==================== pwm_cmd_sequencer
pwm_cmd_sequencer/final_clocks.png
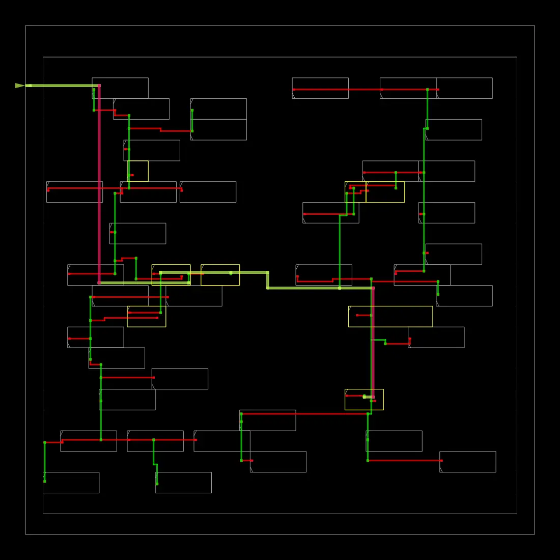
pwm_cmd_sequencer/zoom.png
Window x 0 to 40, y 27 to 67 um. Cells in grey, sequential cells in the stronger grey; small squares are vias.
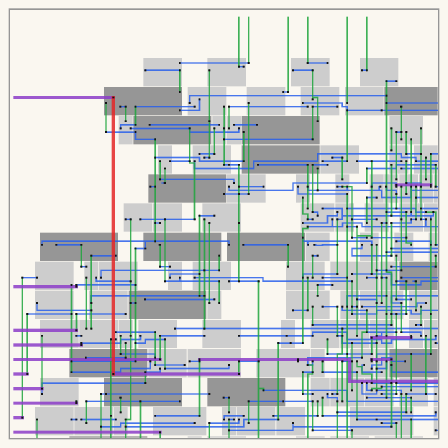
==> config.mk <==
export PLATFORM = sky130hd
export DESIGN_NAME = pwm_cmd_sequencer
export DESIGN_NICKNAME = d
export VERILOG_FILES = /design/src/rtl/pwm_cmd_sequencer.sv
export SDC_FILE = /design/constraint.sdc
export NUM_CORES = 1
export LEC_CHECK = 0
export CORE_MARGIN = 2
export CORE_UTILIZATION = 45
export CTS_BUF_LIST = sky130_fd_sc_hd__clkbuf_2 sky130_fd_sc_hd__clkbuf_4 sky130_fd_sc_hd__clkbuf_8
export DETAILED_ROUTE_END_ITERATION = 8
export PLACE_DENSITY = 0.76
export RECOVER_POWER = 25
export SYNTH_ARGS = -nofsm -noshare
export SYNTH_HDL_FRONTEND = slang
export SYNTH_SLANG_ARGS = --single-unit
==> constraint.sdc <==
create_clock -name clk -period 1.8 [get_ports clk]
set_input_delay 0.27 -clock clk [delete_from_list [all_inputs] [get_ports clk]]
set_output_delay 0.27 -clock clk [all_outputs]
set_load 0.05 [all_outputs]
==> src/rtl/pwm_cmd_sequencer.sv <==
// ---------------------------------------------------------------------------
// pwm_cmd_sequencer
//
// Byte-level command sequencer between the serial front end and the PWM
// register file. The first byte of each frame is a command: bit 7 selects
// write (1) or read (0), bit 6 enables burst auto-increment and the low six
// bits give the start address. The block is the only master of the register
// bus and issues single-cycle read/write pulses. Read data comes back to the
// serial front end as a byte to transmit.
//
// Parameters
//   ADDR_W    register address width
//   DATA_W    byte / register data width
//   READ_LAT  cycles from a read pulse until data_read is valid (>= 1)
//
// Ports
//   clk           system clock, rising edge
//   rst_n         synchronous reset, active low
//   frame_active  high while a serial frame is in progress
//   byte_valid    one-cycle strobe, byte_in holds a received byte
//   byte_in       received byte
//   tx_byte       byte to transmit next (read data)
//   tx_load       one-cycle strobe, tx_byte is valid
//   read          register-bus read pulse
//   write         register-bus write pulse
//   addr          register-bus address
//   data_write    register-bus write data
//   data_read     register-bus read data, valid READ_LAT cycles after read
//   overrun       sticky flag, a byte arrived while a read was in flight
// ---------------------------------------------------------------------------
module pwm_cmd_sequencer #(
    parameter int ADDR_W   = 6,
    parameter int DATA_W   = 8,
    parameter int READ_LAT = 1
) (
    input  logic              clk,
    input  logic              rst_n,
    input  logic              frame_active,
    input  logic              byte_valid,
    input  logic [DATA_W-1:0] byte_in,
    output logic [DATA_W-1:0] tx_byte,
    output logic              tx_load,
    output logic              read,
    output logic              write,
    output logic [ADDR_W-1:0] addr,
    output logic [DATA_W-1:0] data_write,
    input  logic [DATA_W-1:0] data_read,
    output logic              overrun
);

    localparam int CNT_W = $clog2(READ_LAT + 2);

    typedef enum logic [2:0] {
        S_CMD,
        S_WDATA,
        S_RWAIT,
        S_RNEXT,
        S_DONE
    } state_t;

    state_t state_q, state_d;

    logic [ADDR_W-1:0] cur_addr_q, cur_addr_d;
    logic              burst_q, burst_d;
    logic [CNT_W-1:0]  cnt_q, cnt_d;

    logic              read_d, write_d, tx_load_d, overrun_d;
    logic [ADDR_W-1:0] addr_d;
    logic [DATA_W-1:0] data_write_d, tx_byte_d;

    logic lat_done;

    // The read wait ends on the edge where the counter has seen READ_LAT
    // edges since the read pulse was issued.
    assign lat_done = (cnt_q == CNT_W'(READ_LAT));

    // State register
    always_ff @(posedge clk) begin
        if (!rst_n) begin
            state_q <= S_CMD;
        end else begin
            state_q <= state_d;
        end
    end

    // Next-state logic. Frame end wins over everything so that an aborted
    // frame always restarts at the command byte.
    always_comb begin
        state_d = state_q;
        if (!frame_active) begin
            state_d = S_CMD;
        end else begin
            case (state_q)
                S_CMD: begin
                    if (byte_valid) begin
                        state_d = byte_in[DATA_W-1] ? S_WDATA : S_RWAIT;
                    end
                end
                S_WDATA: begin
                    if (byte_valid && !burst_q) begin
                        state_d = S_DONE;
                    end
                end
                S_RWAIT: begin
                    if (lat_done) begin
                        state_d = burst_q ? S_RNEXT : S_DONE;
                    end
                end
                S_RNEXT: begin
                    if (byte_valid) begin
                        state_d = S_RWAIT;
                    end
                end
                S_DONE:  state_d = S_DONE;
                default: state_d = S_CMD;
            endcase
        end
    end

    // Output and datapath next values. Pulses default low, addr/data hold.
    // With frame_active low nothing is issued, which also drops a byte that
    // lands on the frame-end edge and abandons any pending read capture.
    always_comb begin
        read_d       = 1'b0;
        write_d      = 1'b0;
        tx_load_d    = 1'b0;
        addr_d       = addr;
        data_write_d = data_write;
        tx_byte_d    = tx_byte;
        overrun_d    = overrun;
        cur_addr_d   = cur_addr_q;
        burst_d      = burst_q;
        cnt_d        = cnt_q;
        if (frame_active) begin
            case (state_q)
                S_CMD: begin
                    if (byte_valid) begin
                        burst_d    = byte_in[DATA_W-2];
                        cur_addr_d = byte_in[ADDR_W-1:0];
                        if (!byte_in[DATA_W-1]) begin
                            read_d = 1'b1;
                            addr_d = byte_in[ADDR_W-1:0];
                            cnt_d  = '0;
                        end
                    end
                end
                S_WDATA: begin
                    if (byte_valid) begin
                        write_d      = 1'b1;
                        addr_d       = cur_addr_q;
                        data_write_d = byte_in;
                        if (burst_q) begin
                            cur_addr_d = cur_addr_q + ADDR_W'(1);
                        end
                    end
                end
                S_RWAIT: begin
                    if (byte_valid) begin
                        overrun_d = 1'b1;
                    end
                    if (lat_done) begin
                        tx_byte_d = data_read;
                        tx_load_d = 1'b1;
                        if (burst_q) begin
                            cur_addr_d = cur_addr_q + ADDR_W'(1);
                        end
                    end else begin
                        cnt_d = cnt_q + CNT_W'(1);
                    end
                end
                S_RNEXT: begin
                    if (byte_valid) begin
                        read_d = 1'b1;
                        addr_d = cur_addr_q;
                        cnt_d  = '0;
                    end
                end
                default: begin
                end
            endcase
        end
    end

    // Registered outputs and datapath state
    always_ff @(posedge clk) begin
        if (!rst_n) begin
            read       <= 1'b0;
            write      <= 1'b0;
            tx_load    <= 1'b0;
            addr       <= '0;
            data_write <= '0;
            tx_byte    <= '0;
            overrun    <= 1'b0;
            cur_addr_q <= '0;
            burst_q    <= 1'b0;
            cnt_q      <= '0;
        end else begin
            read       <= read_d;
            write      <= write_d;
            tx_load    <= tx_load_d;
            addr       <= addr_d;
            data_write <= data_write_d;
            tx_byte    <= tx_byte_d;
            overrun    <= overrun_d;
            cur_addr_q <= cur_addr_d;
            burst_q    <= burst_d;
            cnt_q      <= cnt_d;
        end
    end

endmodule

==> impl_metrics.yaml <==
# generated from flow reports
outcome:
  status: "complete, no violations"
cts:
  ctsResizeCount: 0
  post_cts_buffers: 0
  cts_htree_levels: 2
detailed_routing:
  wl_met1_um: 1838
  dr.max_layer_used: "met4"
  drc_errors: 0
  drt_wl_total_um: 3783
place:
  dp_slack_ps: -166.3
  dpl_cell_area_sq_um: 2338
synth:
  fa_ha_area_share_pct: 1.414
  fp_nets: 213
  topCellsByArea: "dfxtp_1 43%, mux2i_1 16%, nor2_1 7.0%"
  synthesis.area_sq_um: 1769
global_route:
  antenna_found_initial: 0
  grt_pass1_vias: 1429
worst_setup_path:
  worst-path-buf-inv: 1
  slowest_delay_ps: 820
  path_max_fanout: 2
sta:
  fmax_ghz: 0.5792
  setup_viol: 0
  clock_skew_ps: 3.405
  hold_slack_ps: 463.9
  worstMarginPinSlew_ps: 586.6
power:
  p_clk_w: 0.000729
  p_seq_share_pct: 47.3
  clkPwrFrac_pct: 39.1
  ir_drop_mv: 0.6265
  p_sw_w: 0.0004369
layout:
  logic_gates: 137
  inverters: 2
die:
  pin_count: 46
Notes on pwm_cmd_sequencer/final_clocks.png above:
TritonCTS Buffers: 5
Clock buffer cells: 7

Notes on pwm_cmd_sequencer/zoom.png above:
Blue marks met1. Red marks met4. Purple marks met3. Green marks met2.
93 logic cells have their middle in the window. Netlist names of flops here include data_write (6), cur_addr_q (4), tx_byte (3). Most frequent: clkdlybuf4s50_1 (15), dfxtp_1 (14), nor2_1 (13). Sequential cells in the window: 14.

-- final timing paths --
kind	start	endpoint	cells after the start
setup / recovery	tx_byte[1]	tx_byte[1]	1
hold / removal	cnt_q[1]	cnt_q[1]	2
setup reg to reg	state_q[1]	cnt_q[0]	5
hold reg to reg	cnt_q[1]	cnt_q[1]	2
-- layer usage --
layer / vias up / track usage (%)
met4: 0 / 6.122
met3: 4 / 5.743
li1: 797 / -
met2: 37 / 28.88
met1: 723 / 25.13
met5: - / 0

==================== esp_resp_detect
esp_resp_detect/final_clocks.png
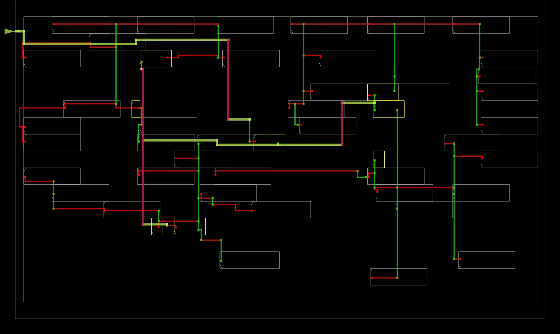
esp_resp_detect/registers.png
The bar under the picture is 20 um long. Other sequential cells in the stronger grey, the rest of the logic in the fainter grey.
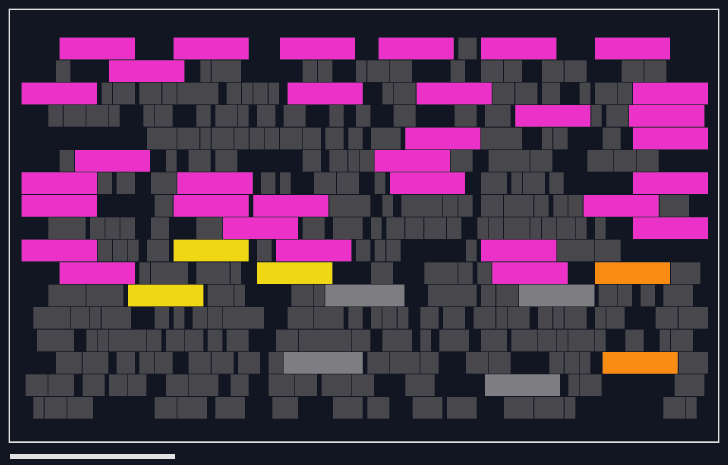
--- src/rtl/esp_resp_detect.sv ---
// esp_resp_detect: watches the ESP32 UART byte stream after a command has been
// sent and reports whether the module answered "OK\r\n", "ERROR\r\n", or
// nothing at all within TIMEOUT_CYCLES clocks.
//
// Handshakes (both directions use strict valid/ready semantics):
//   A byte moves on rx_data only on a rising edge where rx_valid && rx_ready.
//   A result moves on resp_code only on a rising edge where resp_valid && resp_ready.
//   The producer may raise valid at any time and must hold data stable until
//   the transfer edge. The consumer may change ready freely. rx_ready and
//   resp_valid depend only on state, never combinationally on the other side.
//
// Lines are matched incrementally: pos counts bytes in the current line
// (saturating at 7). ok_hit and err_hit stay set only while every byte seen so
// far agrees with "OK\r" and "ERROR\r". A 0x0A byte closes the line. The line
// is a match only if the matching flag is still set and pos equals that
// pattern's exact length. Any other line is dropped. This drops echoed
// commands, blank lines and status chatter.
module esp_resp_detect #(
    parameter int unsigned TIMEOUT_CYCLES = 50_000_000
) (
    input  logic       clk,
    input  logic       rst,
    input  logic [7:0] rx_data,
    input  logic       rx_valid,
    output logic       rx_ready,
    input  logic       arm,
    output logic       resp_valid,
    output logic [1:0] resp_code,
    input  logic       resp_ready,
    output logic       busy,
    output logic [1:0] o_dbg_state
);

    typedef enum logic [1:0] {
        S_IDLE = 2'd0,
        S_WAIT = 2'd1,
        S_DONE = 2'd2
    } state_t;

    localparam logic [31:0] TMO_LAST  = 32'(TIMEOUT_CYCLES - 1);
    localparam logic [7:0]  CH_LF     = 8'h0A;
    localparam logic [7:0]  CH_CR     = 8'h0D;
    localparam logic [1:0]  CODE_NONE = 2'b00;
    localparam logic [1:0]  CODE_OK   = 2'b01;
    localparam logic [1:0]  CODE_ERR  = 2'b10;
    localparam logic [1:0]  CODE_TMO  = 2'b11;

    // Expected byte of "OK\r" at a given line position.
    function automatic logic [7:0] ok_char(input logic [2:0] p);
        logic [7:0] c;
        case (p)
            3'd0:    c = 8'h4F; // 'O'
            3'd1:    c = 8'h4B; // 'K'
            default: c = CH_CR;
        endcase
        return c;
    endfunction

    // Expected byte of "ERROR\r" at a given line position.
    function automatic logic [7:0] err_char(input logic [2:0] p);
        logic [7:0] c;
        case (p)
            3'd0:    c = 8'h45; // 'E'
            3'd1:    c = 8'h52; // 'R'
            3'd2:    c = 8'h52; // 'R'
            3'd3:    c = 8'h4F; // 'O'
            3'd4:    c = 8'h52; // 'R'
            default: c = CH_CR;
        endcase
        return c;
    endfunction

    state_t      r_state;
    logic [31:0] r_timer;
    logic [2:0]  r_pos;
    logic        r_ok_hit;
    logic        r_err_hit;
    logic [1:0]  r_code;

    state_t      w_state_nxt;
    logic [31:0] w_timer_nxt;
    logic [2:0]  w_pos_nxt;
    logic        w_ok_nxt;
    logic        w_err_nxt;
    logic [1:0]  w_code_nxt;

    logic        w_accept;
    logic        w_is_lf;
    logic        w_ok_match;
    logic        w_err_match;
    logic        w_timeout;
    logic [2:0]  w_scan_pos;
    logic        w_scan_ok;
    logic        w_scan_err;

    // Handshake and match qualifiers derived from the registered scan state.
    always_comb begin
        rx_ready    = (r_state != S_DONE);
        w_accept    = rx_valid && rx_ready;
        w_is_lf     = (rx_data == CH_LF);
        w_ok_match  = r_ok_hit && (r_pos == 3'd3);
        w_err_match = r_err_hit && (r_pos == 3'd6);
        w_timeout   = (r_timer == TMO_LAST);
    end

    // Line scanner: update the match flags and the position for a non-LF byte.
    always_comb begin
        w_scan_ok  = r_ok_hit;
        w_scan_err = r_err_hit;
        if (r_pos >= 3'd6) begin
            w_scan_ok  = 1'b0;
            w_scan_err = 1'b0;
        end else begin
            if ((r_pos < 3'd5) && ((r_pos >= 3'd3) || (rx_data != ok_char(r_pos)))) begin
                w_scan_ok = 1'b0;
            end
            if (rx_data != err_char(r_pos)) begin
                w_scan_err = 1'b0;
            end
        end
        w_scan_pos = (r_pos == 3'd7) ? r_pos : (r_pos + 3'd1);
    end

    // FSM next-state and datapath next values; a line match has priority over the timeout.
    always_comb begin
        w_state_nxt = r_state;
        w_timer_nxt = r_timer;
        w_pos_nxt   = r_pos;
        w_ok_nxt    = r_ok_hit;
        w_err_nxt   = r_err_hit;
        w_code_nxt  = r_code;
        case (r_state)
            S_IDLE: begin
                if (arm) begin
                    w_state_nxt = S_WAIT;
                    w_timer_nxt = 32'd0;
                    w_pos_nxt   = 3'd0;
                    w_ok_nxt    = 1'b1;
                    w_err_nxt   = 1'b1;
                end
            end
            S_WAIT: begin
                w_timer_nxt = r_timer + 32'd1;
                if (w_accept && w_is_lf && w_ok_match) begin
                    w_state_nxt = S_DONE;
                    w_code_nxt  = CODE_OK;
                end else if (w_accept && w_is_lf && w_err_match) begin
                    w_state_nxt = S_DONE;
                    w_code_nxt  = CODE_ERR;
                end else begin
                    if (w_accept && w_is_lf) begin
                        w_pos_nxt = 3'd0;
                        w_ok_nxt  = 1'b1;
                        w_err_nxt = 1'b1;
                    end else if (w_accept) begin
                        w_pos_nxt = w_scan_pos;
                        w_ok_nxt  = w_scan_ok;
                        w_err_nxt = w_scan_err;
                    end
                    if (w_timeout) begin
                        w_state_nxt = S_DONE;
                        w_code_nxt  = CODE_TMO;
                    end
                end
            end
            S_DONE: begin
                if (resp_ready) begin
                    w_state_nxt = S_IDLE;
                    w_code_nxt  = CODE_NONE;
                end
            end
            default: begin
                w_state_nxt = S_IDLE;
                w_code_nxt  = CODE_NONE;
            end
        endcase
    end

    // FSM state register.
    always_ff @(posedge clk or posedge rst) begin
        if (rst) begin
            r_state <= S_IDLE;
        end else begin
            r_state <= w_state_nxt;
        end
    end

    // Timer, line scan state and result code registers.
    always_ff @(posedge clk or posedge rst) begin
        if (rst) begin
            r_timer   <= 32'd0;
            r_pos     <= 3'd0;
            r_ok_hit  <= 1'b1;
            r_err_hit <= 1'b1;
            r_code    <= CODE_NONE;
        end else begin
            r_timer   <= w_timer_nxt;
            r_pos     <= w_pos_nxt;
            r_ok_hit  <= w_ok_nxt;
            r_err_hit <= w_err_nxt;
            r_code    <= w_code_nxt;
        end
    end

    // Status outputs are pure decodes of the registered state.
    always_comb begin
        resp_valid  = (r_state == S_DONE);
        busy        = (r_state != S_IDLE);
        resp_code   = r_code;
        o_dbg_state = r_state;
    end

endmodule
--- config.mk ---
export PLATFORM = sky130hd
export DESIGN_NAME = esp_resp_detect
export DESIGN_NICKNAME = d
export VERILOG_FILES = /design/src/rtl/esp_resp_detect.sv
export SDC_FILE = /design/constraint.sdc
export NUM_CORES = 1
export LEC_CHECK = 0
export CORE_ASPECT_RATIO = 0.6
export CORE_UTILIZATION = 58
export CTS_CLUSTER_SIZE = 20
export DETAILED_ROUTE_END_ITERATION = 8
export PLACE_DENSITY = 0.8
export SLEW_MARGIN = 20
export SYNTH_ARGS = -nofsm -noshare
export SYNTH_HDL_FRONTEND = slang
export SYNTH_SLANG_ARGS = --single-unit
--- constraint.sdc ---
create_clock -name clk -period 2.6 [get_ports clk]
set_clock_uncertainty 0.05 [all_clocks]
set_input_delay 0.52 -clock clk [delete_from_list [all_inputs] [get_ports clk]]
set_output_delay 0.52 -clock clk [all_outputs]
set_load 0.05 [all_outputs]
==> impl_metrics.yaml <==
# generated from flow reports
place:
  port_buffers: 19
  routabilityCongestion: 0.8593
sta:
  min_period_over_period_pct: 97.28
  fin_tns_setup_ps: 0
  hold_slack_ps: 443.2
power:
  comb_power_share_pct: 31.9
  p_leak_nw: 1.139
  p_int_w: 0.001225
synth:
  ys_sh_aoi_pct: 22.38
  ys_top_logic_family: "simple AND/OR/NAND/NOR gates"
  async_flop_share_pct: 100.0
  yosysWarnings: 0
  fp_nets: 284
  yosys-stat-area_sq_um: 2444
  ys.flops: 41
detailed_routing:
  dr_total_vias: 2260
  wl_per_cell_um: 17.13
  dr.max_layer_used: "met4"
cts:
  cts-root-buf: "clkbuf_8"
  cts.sinks: 41
outcome:
  status: "complete, no violations"
layout:
  sh_comb_area_pct: 46.09
  drive_gt1_share_pct: 12.29
  nets: 321
  fill_cells: 273
  clock_area_share_pct: 2.865
worst_setup_path:
  crit_type: "input port to flop"
  path_cells: "clkdlybuf4s50_1 > or4b_4 > or4_4 > o211a_4 > o31ai_1 > o41ai_1"
  critPathCaptureType: "flop"
global_route:
  busiest_layer: "met1"
job:
  log.warning_count: 31
## Picture notes: esp_resp_detect/final_clocks.png
TritonCTS Buffers: 5
Clock group: 0.000410 W

## Picture notes: esp_resp_detect/registers.png
Orange marks o_dbg_state, placed flops 2. Magenta marks r_timer, placed flops 32. Yellow marks r_pos, placed flops 3.
Another 4 sequential cells are not coloured.

worst paths after layout:
path / start / endpoint / slack (ps) / cells past startpoint
worst max register to register: r_timer[8] / resp_code[0] / 380 / 5
worst min register to register: r_timer[21] / r_timer[21] / 440 / 1
max in group asynchronous: rst / r_err_hit / 1520 / 3
min in group asynchronous: rst / o_dbg_state[1] / 600 / 3
worst min-delay path: r_timer[21] / r_timer[21] / 440 / 1
worst max-delay path: rx_data[4] / r_err_hit / 70 / 6
flip-flops by register name, summed over array words and instances (netlist names):
register,count
resp_code,2
r_timer,32
r_err_hit,1
o_dbg_state,2
r_ok_hit,1
r_pos,3

==================== command_fsm
`src/rtl/lcd_cmd_pkg.sv`:
```
// Shared LCD command definitions: FSM states, default timing and wait-select codes.
// Long-wait support is enabled in command_fsm via CMD_FSM_LONG_WAIT_EN.
package lcd_cmd_pkg;

  typedef enum logic [3:0] {
    IDLE,
    UP_SETUP,
    UP_EN,
    UP_HOLD,
    GAP,
    LO_SETUP,
    LO_EN,
    LO_HOLD,
    WAIT
  } cmd_state_e;

  // Default timings in clock cycles at 50 MHz
  localparam int unsigned DEF_T_SETUP      = 2;
  localparam int unsigned DEF_T_EN         = 12;
  localparam int unsigned DEF_T_HOLD       = 1;
  localparam int unsigned DEF_T_GAP        = 50;
  localparam int unsigned DEF_T_WAIT_SHORT = 2000;
  localparam int unsigned DEF_T_WAIT_MID   = 5000;
  localparam int unsigned DEF_T_WAIT_LONG  = 82000;

  localparam logic [1:0] WSEL_SHORT     = 2'b00;
  localparam logic [1:0] WSEL_MID       = 2'b01;
  localparam logic [1:0] WSEL_LONG      = 2'b10;
  localparam logic [1:0] WSEL_SHORT_ALT = 2'b11;

  function automatic int unsigned max_u(input int unsigned a, input int unsigned b);
    return (a > b) ? a : b;
  endfunction

endpackage

```
`src/rtl/cmd_delay_counter.sv`:
```
// Loadable down-counter that stops at zero; tc_o flags the terminal count.
module cmd_delay_counter #(
  parameter int unsigned W = 8
) (
  input  logic         clk,
  input  logic         rst_n,
  input  logic         load_i,
  input  logic [W-1:0] load_val_i,
  output logic         tc_o
);

  logic [W-1:0] cnt_q;

  always_ff @(posedge clk or negedge rst_n) begin
    if (!rst_n) begin
      cnt_q <= '0;
    end else if (load_i) begin
      cnt_q <= load_val_i;
    end else if (cnt_q != '0) begin
      cnt_q <= cnt_q - W'(1);
    end
  end

  assign tc_o = (cnt_q == '0);

endmodule

```
`src/rtl/command_fsm.sv`:
```
// Writes one byte to a 4-bit HD44780-style LCD as two timed nibbles, then waits.
// Define CMD_FSM_LONG_WAIT_EN to make wait select 2'b10 use T_WAIT_LONG.
module command_fsm
  import lcd_cmd_pkg::*;
#(
  parameter int unsigned T_SETUP      = DEF_T_SETUP,
  parameter int unsigned T_EN         = DEF_T_EN,
  parameter int unsigned T_HOLD       = DEF_T_HOLD,
  parameter int unsigned T_GAP        = DEF_T_GAP,
  parameter int unsigned T_WAIT_SHORT = DEF_T_WAIT_SHORT,
  parameter int unsigned T_WAIT_MID   = DEF_T_WAIT_MID,
  parameter int unsigned T_WAIT_LONG  = DEF_T_WAIT_LONG
) (
  input  logic       clk,
  input  logic       reset,
  input  logic       ready,
  input  logic [7:0] DB,
  input  logic [3:0] instruction,
  output logic [3:0] SF_D,
  output logic       LCD_E,
  output logic       LCD_RS,
  output logic       LCD_RW
);

  localparam int unsigned BASE_MAX = max_u(max_u(max_u(T_SETUP, T_EN), max_u(T_HOLD, T_GAP)),
                                           max_u(T_WAIT_SHORT, T_WAIT_MID));
`ifdef CMD_FSM_LONG_WAIT_EN
  localparam int unsigned CNT_MAX = max_u(BASE_MAX, T_WAIT_LONG);
`else
  localparam int unsigned CNT_MAX = BASE_MAX;
  localparam int unsigned UNUSED_T_WAIT_LONG = T_WAIT_LONG;
`endif
  localparam int unsigned CNT_W = (CNT_MAX < 1) ? 1 : $clog2(CNT_MAX + 1);

  // A state lasting n cycles is entered with the counter loaded to n-1
  function automatic logic [CNT_W-1:0] ld(input int unsigned n);
    return (n == 0) ? '0 : CNT_W'(n - 1);
  endfunction

  cmd_state_e       state_q, state_d;
  logic [7:0]       db_q, db_d;
  logic             rs_sel_q, rs_sel_d;
  logic [1:0]       wsel_q, wsel_d;
  logic [3:0]       sf_q, sf_d;
  logic             e_q, e_d;
  logic             rs_q, rs_d;
  logic             cnt_load;
  logic [CNT_W-1:0] cnt_val;
  logic [CNT_W-1:0] wait_ld;
  logic             tc;
  logic             unused_instr_bit;

  assign unused_instr_bit = instruction[2];

  cmd_delay_counter #(.W(CNT_W)) u_delay (
    .clk        (clk),
    .rst_n      (reset),
    .load_i     (cnt_load),
    .load_val_i (cnt_val),
    .tc_o       (tc)
  );

  always_comb begin
    wait_ld = ld(T_WAIT_SHORT);
    case (wsel_q)
      WSEL_MID:       wait_ld = ld(T_WAIT_MID);
`ifdef CMD_FSM_LONG_WAIT_EN
      WSEL_LONG:      wait_ld = ld(T_WAIT_LONG);
`else
      WSEL_LONG:      wait_ld = ld(T_WAIT_SHORT);
`endif
      WSEL_SHORT,
      WSEL_SHORT_ALT: wait_ld = ld(T_WAIT_SHORT);
      default:        wait_ld = ld(T_WAIT_SHORT);
    endcase
  end

  always_comb begin
    state_d  = state_q;
    db_d     = db_q;
    rs_sel_d = rs_sel_q;
    wsel_d   = wsel_q;
    sf_d     = sf_q;
    rs_d     = rs_q;
    unique case (state_q)
      IDLE: begin
        if (ready) begin
          db_d     = DB;
          rs_sel_d = instruction[3];
          wsel_d   = instruction[1:0];
          sf_d     = DB[7:4];
          rs_d     = instruction[3];
          state_d  = UP_SETUP;
        end
      end
      UP_SETUP, UP_EN, UP_HOLD: begin
        sf_d = db_q[7:4];
        rs_d = rs_sel_q;
        if (tc) begin
          case (state_q)
            UP_SETUP: state_d = UP_EN;
            UP_EN:    state_d = UP_HOLD;
            default:  state_d = GAP;
          endcase
        end
      end
      GAP: begin
        if (tc) begin
          sf_d    = db_q[3:0];
          state_d = LO_SETUP;
        end
      end
      LO_SETUP, LO_EN, LO_HOLD: begin
        sf_d = db_q[3:0];
        rs_d = rs_sel_q;
        if (tc) begin
          case (state_q)
            LO_SETUP: state_d = LO_EN;
            LO_EN:    state_d = LO_HOLD;
            default:  state_d = WAIT;
          endcase
        end
      end
      WAIT: begin
        if (tc) state_d = IDLE;
      end
      default: state_d = IDLE;
    endcase

    // Strobe follows the next state so it is registered alongside it
    e_d      = (state_d == UP_EN) || (state_d == LO_EN);
    cnt_load = (state_d != state_q);
    unique case (state_d)
      UP_SETUP, LO_SETUP: cnt_val = ld(T_SETUP);
      UP_EN, LO_EN:       cnt_val = ld(T_EN);
      UP_HOLD, LO_HOLD:   cnt_val = ld(T_HOLD);
      GAP:                cnt_val = ld(T_GAP);
      WAIT:               cnt_val = wait_ld;
      default:            cnt_val = '0;
    endcase
  end

  always_ff @(posedge clk or negedge reset) begin
    if (!reset) begin
      state_q  <= IDLE;
      db_q     <= '0;
      rs_sel_q <= 1'b0;
      wsel_q   <= '0;
      sf_q     <= '0;
      e_q      <= 1'b0;
      rs_q     <= 1'b0;
    end else begin
      state_q  <= state_d;
      db_q     <= db_d;
      rs_sel_q <= rs_sel_d;
      wsel_q   <= wsel_d;
      sf_q     <= sf_d;
      e_q      <= e_d;
      rs_q     <= rs_d;
    end
  end

  assign SF_D   = sf_q;
  assign LCD_E  = e_q;
  assign LCD_RS = rs_q;
  assign LCD_RW = 1'b0;

endmodule

```
`config.mk`:
```
export PLATFORM = sky130hd
export DESIGN_NAME = command_fsm
export DESIGN_NICKNAME = d
export VERILOG_FILES = /design/src/rtl/lcd_cmd_pkg.sv /design/src/rtl/cmd_delay_counter.sv /design/src/rtl/command_fsm.sv
export SDC_FILE = /design/constraint.sdc
export NUM_CORES = 1
export LEC_CHECK = 0
export CORE_AREA = 2 2 68 70
export CTS_CLUSTER_DIAMETER = 30
export CTS_CLUSTER_SIZE = 28
export DETAILED_ROUTE_END_ITERATION = 7
export DIE_AREA = 0 0 70 72
export GPL_ROUTABILITY_DRIVEN = 1
export PLACE_DENSITY = 0.65
export REMOVE_ABC_BUFFERS = 1
export SETUP_SLACK_MARGIN = 0.02
export SYNTH_ARGS = -nofsm -noshare
export SYNTH_HDL_FRONTEND = slang
export SYNTH_HIERARCHICAL = 1
export SYNTH_SLANG_ARGS = --single-unit
```
`constraint.sdc`:
```
create_clock -name clk -period 2.33 [get_ports clk]
set_clock_uncertainty 0.2 [all_clocks]
set_input_delay 0.5825 -clock clk [delete_from_list [all_inputs] [get_ports clk]]
set_output_delay 0.5825 -clock clk [all_outputs]
set_load 0.05 [all_outputs]
```
command_fsm/port_nets.png
The bar under the picture is 20 um long.
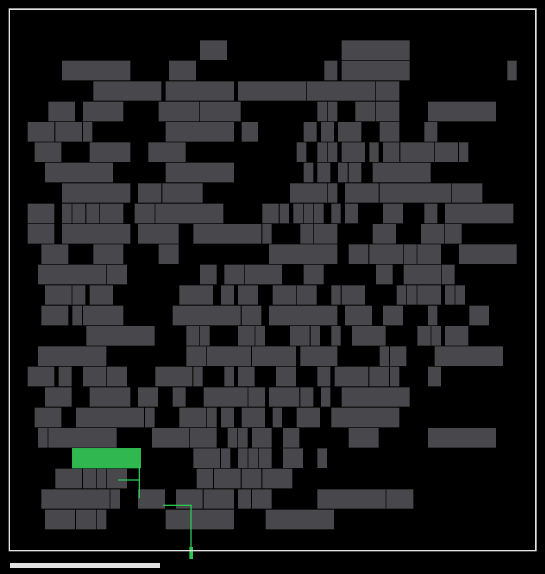
Green marks LCD_RS, bits 1, direction output, edge south, end cells 1, buffers 1, wire 16.5 um.

command_fsm/final_clocks.png
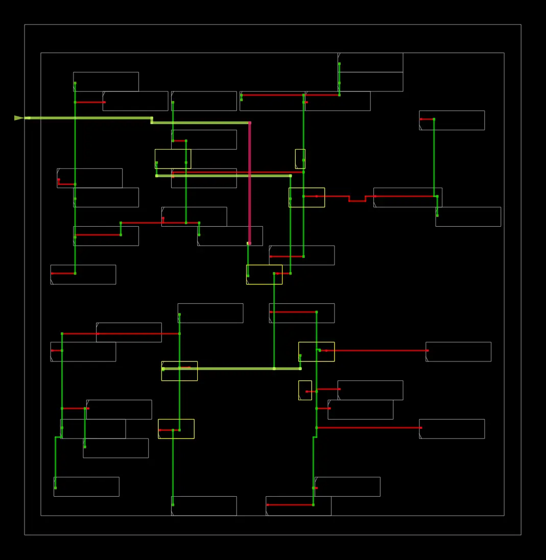
Clock group: 0.000446 W
TritonCTS Buffers: 5
Seq cells: 34
clk sinks: 34
Clock buffer cells: 7

command_fsm/metal_stack.png
Only two layers are drawn.
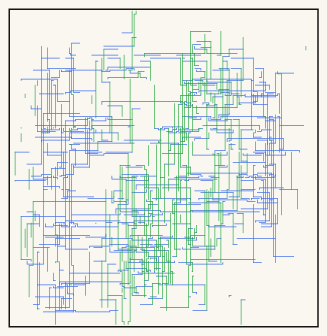
Blue marks met1, wire length 1720 um. Green marks met2, wire length 2020 um.

==> impl_metrics.yaml <==
# generated from flow reports
synth:
  most_common_cell: "dfrtp_1"
  synth.distinct_cells: 46
  edf_count: 0
  fa_ha_area_share_pct: 1.317
  ys_cells: 188
layout:
  clock_area_share_pct: 3.871
  reg_top3: "u_delay/cnt_q x13, db_q x8"
  flop_area_sq_um: 852.1
  drive_gt1_share_pct: 25.68
outcome:
  status: "complete, no violations"
die:
  die_w_um: 70
place:
  routabilityCongestion: 0.8752
global_route:
  use_met2_pct: 30.26
  grt_pass1_vias: 1512
detailed_routing:
  wl_met2_um: 2022
  dr.max_layer_used: "met4"
sta:
  min_period_over_period_pct: 96.31
  setup_slack_ps: 86.00
worst_setup_path:
  crit_slowest_cell: "clkdlybuf4s50_1"
  critPathCaptureType: "output port"
cts:
  ctsResizeCount: 2
worst paths after layout:
check / start / endpoint / cells past startpoint
worst max-delay path: SF_D[3] / SF_D[3] / 1
max in group asynchronous: reset / u_delay/cnt_q[5] / 2
worst min-delay path: rs_sel_q / rs_sel_q / 2
worst min register to register: rs_sel_q / rs_sel_q / 2
worst max register to register: u_delay/cnt_q[6] / u_delay/cnt_q[4] / 8
min in group asynchronous: reset / state_q[0] / 2

Power figures rest on the tool's default switching activity, not on a simulated workload.
